=== gray_counter ===
gray_counter, wiring by layer:
Scale: 8 px per um.
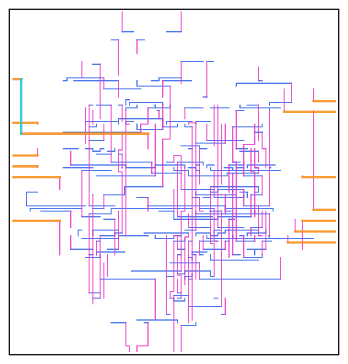

`config.mk`:
```
export PLATFORM = sky130hd
export DESIGN_NAME = gray_counter
export DESIGN_NICKNAME = d
export VERILOG_FILES = /design/src/rtl/gray_counter.sv
export SDC_FILE = /design/constraint.sdc
export NUM_CORES = 1
export LEC_CHECK = 0
export ABC_AREA = 1
export CAP_MARGIN = 20
export CORE_AREA = 2 2 39 41
export CTS_CLUSTER_DIAMETER = 30
export DETAILED_ROUTE_END_ITERATION = 16
export DIE_AREA = 0 0 41 43
export PLACE_DENSITY = 0.75
export SETUP_SLACK_MARGIN = 0.05
export SYNTH_ARGS = -nofsm -noshare
export SYNTH_HDL_FRONTEND = slang
export SYNTH_SLANG_ARGS = --single-unit
```
`constraint.sdc`:
```
create_clock -name i_clk -period 1.8 [get_ports i_clk]
set_clock_uncertainty 0.1 [all_clocks]
set_input_delay 0.45 -clock i_clk [delete_from_list [all_inputs] [get_ports i_clk]]
set_output_delay 0.45 -clock i_clk [all_outputs]
set_load 0.03 [all_outputs]
```
`src/rtl/gray_counter.sv`:
```
// -----------------------------------------------------------------------------
// gray_counter
//
// Purpose:
//   Gray-code counter that advances once per single-cycle tick strobe from the
//   upstream clock divider. Keeps a binary count and a registered Gray encoding
//   of it. Supports up/down direction, synchronous load, and wrap or saturate
//   behaviour at the count limits. All outputs come straight from flops.
//
// Parameters:
//   WIDTH  counter width in bits (>= 2)
//   WRAP   1 = wrap around at the limits, 0 = saturate at the limits
//
// Ports:
//   i_clk       in   1      system clock
//   i_rst       in   1      synchronous active-high reset
//   i_tick      in   1      one-cycle advance strobe
//   i_en        in   1      count enable (tick ignored while low)
//   i_dir       in   1      direction, 1 = up, 0 = down
//   i_load      in   1      synchronous load strobe (overrides tick)
//   i_load_bin  in   WIDTH  binary value to load
//   o_bin       out  WIDTH  registered binary count
//   o_gray      out  WIDTH  registered Gray code of o_bin
//   o_tc        out  1      one-cycle terminal-count pulse
// -----------------------------------------------------------------------------
module gray_counter #(
   parameter int WIDTH = 4,
   parameter int WRAP  = 1
) (
   input  logic             i_clk,
   input  logic             i_rst,
   input  logic             i_tick,
   input  logic             i_en,
   input  logic             i_dir,
   input  logic             i_load,
   input  logic [WIDTH-1:0] i_load_bin,
   output logic [WIDTH-1:0] o_bin,
   output logic [WIDTH-1:0] o_gray,
   output logic             o_tc
);

   logic [WIDTH-1:0] r_bin;
   logic [WIDTH-1:0] r_gray;
   logic             r_tc;

   logic [WIDTH-1:0] w_nextBin;
   logic [WIDTH-1:0] w_nextGray;
   logic             w_nextTc;
   logic             w_advance;
   logic             w_atMax;
   logic             w_atMin;

   // A tick only counts when enabled; load always wins over a tick.
   assign w_advance = i_tick & i_en & ~i_load;
   assign w_atMax   = (r_bin == {WIDTH{1'b1}});
   assign w_atMin   = (r_bin == {WIDTH{1'b0}});

   // Next-state selection: load, then advance, then hold. At a limit the
   // terminal-count pulse fires whether the count wraps or is blocked.
   always_comb begin
      w_nextBin = r_bin;
      w_nextTc  = 1'b0;
      if (i_load) begin
         w_nextBin = i_load_bin;
      end else if (w_advance) begin
         if (i_dir) begin
            if (w_atMax) begin
               w_nextTc = 1'b1;
               if (WRAP != 0) begin
                  w_nextBin = {WIDTH{1'b0}};
               end
            end else begin
               w_nextBin = r_bin + 1'b1;
            end
         end else begin
            if (w_atMin) begin
               w_nextTc = 1'b1;
               if (WRAP != 0) begin
                  w_nextBin = {WIDTH{1'b1}};
               end
            end else begin
               w_nextBin = r_bin - 1'b1;
            end
         end
      end
   end

   // Gray is encoded from the next binary value so it can be registered on
   // the same edge as the binary count, keeping the output glitch-free.
   assign w_nextGray = w_nextBin ^ (w_nextBin >> 1);

   // Output registers; reset dominates any simultaneous load or tick.
   always_ff @(posedge i_clk) begin
      if (i_rst) begin
         r_bin  <= {WIDTH{1'b0}};
         r_gray <= {WIDTH{1'b0}};
         r_tc   <= 1'b0;
      end else begin
         r_bin  <= w_nextBin;
         r_gray <= w_nextGray;
         r_tc   <= w_nextTc;
      end
   end

   assign o_bin  = r_bin;
   assign o_gray = r_gray;
   assign o_tc   = r_tc;

endmodule

```
=== bcd_bin ===
$ cat config.mk
export PLATFORM = sky130hd
export DESIGN_NAME = bcd_bin
export DESIGN_NICKNAME = d
export VERILOG_FILES = /design/src/rtl/bcd_bin.sv
export SDC_FILE = /design/constraint.sdc
export NUM_CORES = 1
export LEC_CHECK = 0
export CAP_MARGIN = 20
export CORE_AREA = 3 3 99 101
export CTS_CLUSTER_DIAMETER = 150
export DETAILED_ROUTE_END_ITERATION = 8
export DIE_AREA = 0 0 102 104
export PLACE_DENSITY_LB_ADDON = 0.2
export SLEW_MARGIN = 20
export SYNTH_ARGS = -nofsm -noshare
export SYNTH_HDL_FRONTEND = slang
export SYNTH_SLANG_ARGS = --single-unit
$ cat constraint.sdc
create_clock -name clk -period 8.2 [get_ports clk]
set_input_delay 0.82 -clock clk [delete_from_list [all_inputs] [get_ports clk]]
set_output_delay 0.82 -clock clk [all_outputs]
set_load 0.005 [all_outputs]
$ cat src/rtl/bcd_bin.sv
// Sequential packed-BCD to binary converter, one digit per clock, MS digit first.
// Optional digit checking is enabled by defining BCD_BIN_ERR_EN.
module bcd_bin #(
    parameter int DIGITS = 8,
    parameter int BIN_W  = 27
) (
    input  logic                  clk,
    input  logic                  rst,
    input  logic                  in_valid,
    output logic                  in_ready,
    input  logic [4*DIGITS-1:0]   bcd_in,
    output logic                  out_valid,
    input  logic                  out_ready,
    output logic [BIN_W-1:0]      bin_out,
    output logic                  bcd_err
);
    localparam int CW = $clog2(DIGITS + 1);

    typedef enum logic [1:0] {
        IDLE,
        CONV,
        DONE
    } state_t;

    state_t              state_q, state_d;
    logic [BIN_W-1:0]    acc_q, acc_d;
    logic [BIN_W-1:0]    bin_q, bin_d;
    logic [CW-1:0]       cnt_q, cnt_d;
    logic [4*DIGITS-1:0] sreg_q, sreg_d;
    logic [3:0]          digit;
    logic [BIN_W-1:0]    acc_mul;
    logic                accept;

    assign digit    = sreg_q[4*DIGITS-1 -: 4];
    assign in_ready = (state_q == IDLE) && !rst;
    assign accept   = in_valid && in_ready;
    assign out_valid = (state_q == DONE);
    assign bin_out  = bin_q;

    // acc*10 + digit; working at BIN_W bits gives the required mod 2**BIN_W wrap
    assign acc_mul = (acc_q << 3) + (acc_q << 1) + BIN_W'(digit);

    always_comb begin
        state_d = state_q;
        acc_d   = acc_q;
        bin_d   = bin_q;
        cnt_d   = cnt_q;
        sreg_d  = sreg_q;
        unique case (state_q)
            IDLE: begin
                if (accept) begin
                    sreg_d  = bcd_in;
                    acc_d   = '0;
                    cnt_d   = '0;
                    state_d = CONV;
                end
            end
            CONV: begin
                acc_d  = acc_mul;
                sreg_d = sreg_q << 4;
                cnt_d  = cnt_q + CW'(1);
                if (cnt_q == CW'(DIGITS - 1)) begin
                    bin_d   = acc_mul;
                    state_d = DONE;
                end
            end
            DONE: begin
                if (out_ready) state_d = IDLE;
            end
            default: state_d = IDLE;
        endcase
    end

    always_ff @(posedge clk or posedge rst) begin
        if (rst) begin
            state_q <= IDLE;
            acc_q   <= '0;
            bin_q   <= '0;
            cnt_q   <= '0;
            sreg_q  <= '0;
        end else begin
            state_q <= state_d;
            acc_q   <= acc_d;
            bin_q   <= bin_d;
            cnt_q   <= cnt_d;
            sreg_q  <= sreg_d;
        end
    end

`ifdef BCD_BIN_ERR_EN
    logic err_q, err_d;

    // sticky across one conversion, cleared on accept
    always_comb begin
        err_d = err_q;
        if (accept) err_d = 1'b0;
        else if (state_q == CONV && digit > 4'd9) err_d = 1'b1;
    end

    always_ff @(posedge clk or posedge rst) begin
        if (rst) err_q <= 1'b0;
        else     err_q <= err_d;
    end

    assign bcd_err = err_q && out_valid;
`else
    assign bcd_err = 1'b0;
`endif

endmodule

bcd_bin, wiring by layer:
Scale: 4 px per um.
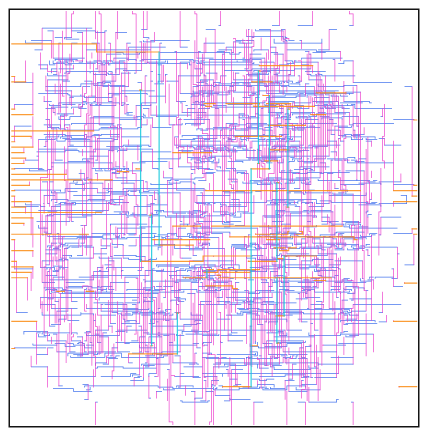
- metal 1: blue (wire length 5560 um)
- metal 3: orange (wire length 660 um)
- metal 4: cyan (wire length 307 um)
- metal 2: magenta (wire length 6380 um)
Vias: 4620
total wire length after detailed routing: 12900 um
detailed-route wire length per cell: 17.0 um
total global-route track usage: 0.255

==> flow_summary.ini, bcd_bin <==
; flow metrics
[sta]
finalCriticalPeriod_ps = 3180
finClkSkew_ps = 13.5
setup-violations-final = 0

[pwr]
maxPowerGroup = combinational logic
power.sequential.total_w = 0.000820
power.leakage_nw = 2.78

[worst_setup_path]
critPathLaunch = acc_q[0]
crit_chain = inv_1 -> fa_1 -> inv_1 -> ha_1 -> a211oi_1 -> nor3_1 -> o2111ai_2 -> a211oi_2 -> or3_1 -> a31o_2

[finish]
final_common_cell = sky130_fd_sc_hd__dfrtp_1
stdcell_count = 758
area.sequential_um2 = 2280

[placed_design]
finalWeightedCongestion = 0.961
placedCellCount = 742
dpl-instance-area_um2 = 6050
detailed_place_hpwl_um = 9090

[status]
run_status = finished, final reports clean

[job]
max-cap-violations = 0

[route]
maxUsedRoutingLayer = met4
route.layer.met1.wl_um = 5560

[clock_tree]
cts.path.max_buffers = 2
clk_transition_reported_paths_ps = 100
insertion_delay_ps = 370

[synthesis]
synth-main-ff-cell = sky130_fd_sc_hd__dfrtp_1
top_cells_by_instance_count_after_synthesis = 91 x sky130_fd_sc_hd__dfrtp_1, 89 x sky130_fd_sc_hd__nand2_1, 74 x sky130_fd_sc_hd__nor2_1
synth_cell_type_count = 60

[die]
placementRows = 35

[min_path]
worstHoldEndpoint = bin_out[17]
[bcd_bin: state kept, by name, summed over array words and instances (netlist names)]
name,flops
acc_q,26
bin_out,27
cnt_q,4
sreg_q,32
state_q,2
[bcd_bin: cell type report]
cell class,count,area share
Clock inverter,6,0.00783
Sequential cell,91,0.365
Tap cell,111,0.0223
Multi-Input combinational cell,459,0.465
Inverter,11,0.00682
Timing Repair Buffer,70,0.111
Clock buffer,10,0.0221
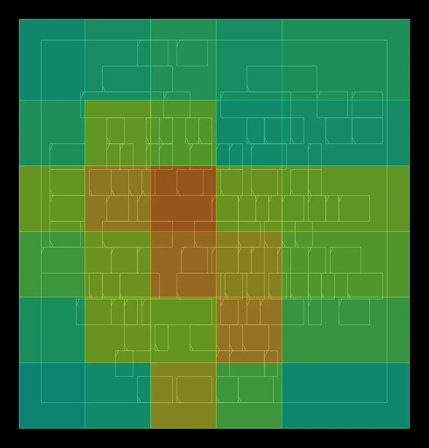
gray_counter: routing congestion
most congested layer reported by global routing: met2
met3 track demand over resource: 0.0471
detailed-route wire length per cell: 9.85 um
global routing met1 resource utilization: 0.182
Finished Core Util: 0.545

## Picture notes: 'wiring by layer' of gray_counter
- metal 1: blue (wire length 521 um)
- metal 3: orange (wire length 67.8 um)
- metal 4: cyan (wire length 6.80 um)
- metal 2: magenta (wire length 557 um)

==> flow_summary.ini, gray_counter <==
; flow metrics
[finish]
flow.area_growth_from_synthesis_pct = 51.9
proportion_of_cell_area_occupied_by_multi_input_gates = 0.401
final_common_cell = sky130_fd_sc_hd__nand2_1
design.seq.count = 8
nFillCells = 144
nNetsFinal = 115

[synthesis]
synth.yosys.chip_area_um2 = 497
synthArstFlopShare = 0
syn_area_per_cell_um2 = 6.71
synthMostInstantiatedCell = sky130_fd_sc_hd__nand2_1
synth.cellmix.adderShare = 0.0504

[sta]
fin_ws_ps = 126
grt_setup_unrepaired = true
worst-slew-pin-transition_ps = 293
hold_viol_final = 0
finalCriticalPeriod_ps = 1670

[clock_tree]
hold_buf_count_cts = 0
cts_sinks = 8
clk_transition_reported_paths_ps = 50
cts-buffers-inserted = 3

[job]
max-cap-violations = 0

[pwr]
max-vdd-ir-drop_mv = 0.389
power.leakage_nw = 0.373

[worst_setup_path]
arrival_ps = 1720
max_stage_delay_ps = 590
worst_setup_path_start_kind = input pin
timing.critical_path.required_ps = 1840
critical_path.slowest_cell = sky130_fd_sc_hd__clkdlybuf4s50_1

[min_path]
min_path_cells = 5
worstHoldPathType = reg2reg
min-delay-start = o_bin[0]

[route]
ant_nets = 0
detailedRoute.firstPassIterationCount = 4
detailroute.via_count = 565

[global_route]
grt_overflow = 0
number_of_global_route_vias_before_repair = 476

[status]
run_status = finished, final reports clean
-- gray_counter: power by group --
part / internal [W] / total, W / leakage (nW) / switching (W)
registers: 0.000192 / 0.000200 / 0.0667 / 0.00000725
clock network: 0.0000759 / 0.000131 / 0.0138 / 0.0000555
logic: 0.0000718 / 0.000173 / 0.293 / 0.000101
total: 0.000340 / 0.000504 / 0.373 / 0.000164
-- gray_counter: routing by layer --
metal  vias to the layer above  track usage  routed length (um)
met4                         0       0.0600                   6
met2                        13        0.247                 557
li1                        300            -                   -
met5                         -            0                   0
met3                         2       0.0471                  67
met1                       250        0.182                 521

==> layout pictures side by side <==
Pin placement.
Plate I
Scale: 6 px per um. Pins as bars across the die edge, other pins in grey.
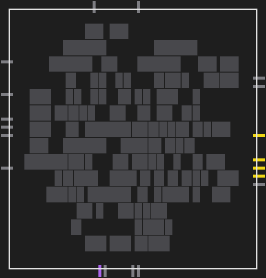
Plate II
Scale: 3 px per um. Pins as bars across the die edge, other pins in grey.
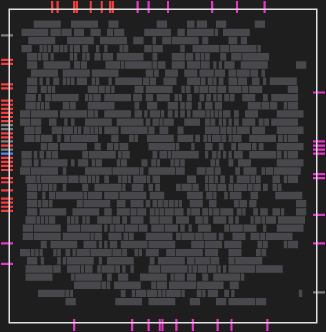
Of these, most pins: Plate II
Plate II -> bcd_bin
Plate I -> gray_counter

Key to Plate I:
- `i_load`: purple (pins 1; direction input; edge bottom)
- `o_bin`: yellow (pins 4; direction output; edge right)
- all pins by edge: 7 right, 6 left, 4 bottom, 2 top



==> gallery <==
Where the registers sit.
shot_01.png
Scale: 6 px per um. Other sequential cells in the stronger grey, the rest of the logic in the fainter grey.
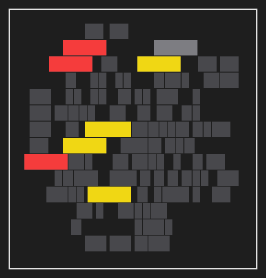
shot_02.png
Scale: 3 px per um. Other sequential cells in the stronger grey, the rest of the logic in the fainter grey.
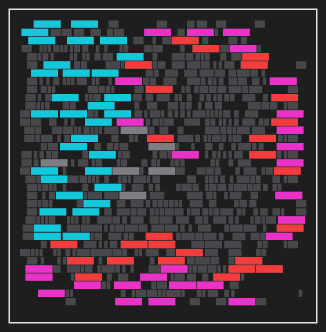
| picture | from |
|---|---|
| shot_01.png | gray_counter |
| shot_02.png | bcd_bin |
Of these, most cells: shot_02.png
Of these, largest die: shot_02.png

Power and IR drop assume default switching activity.
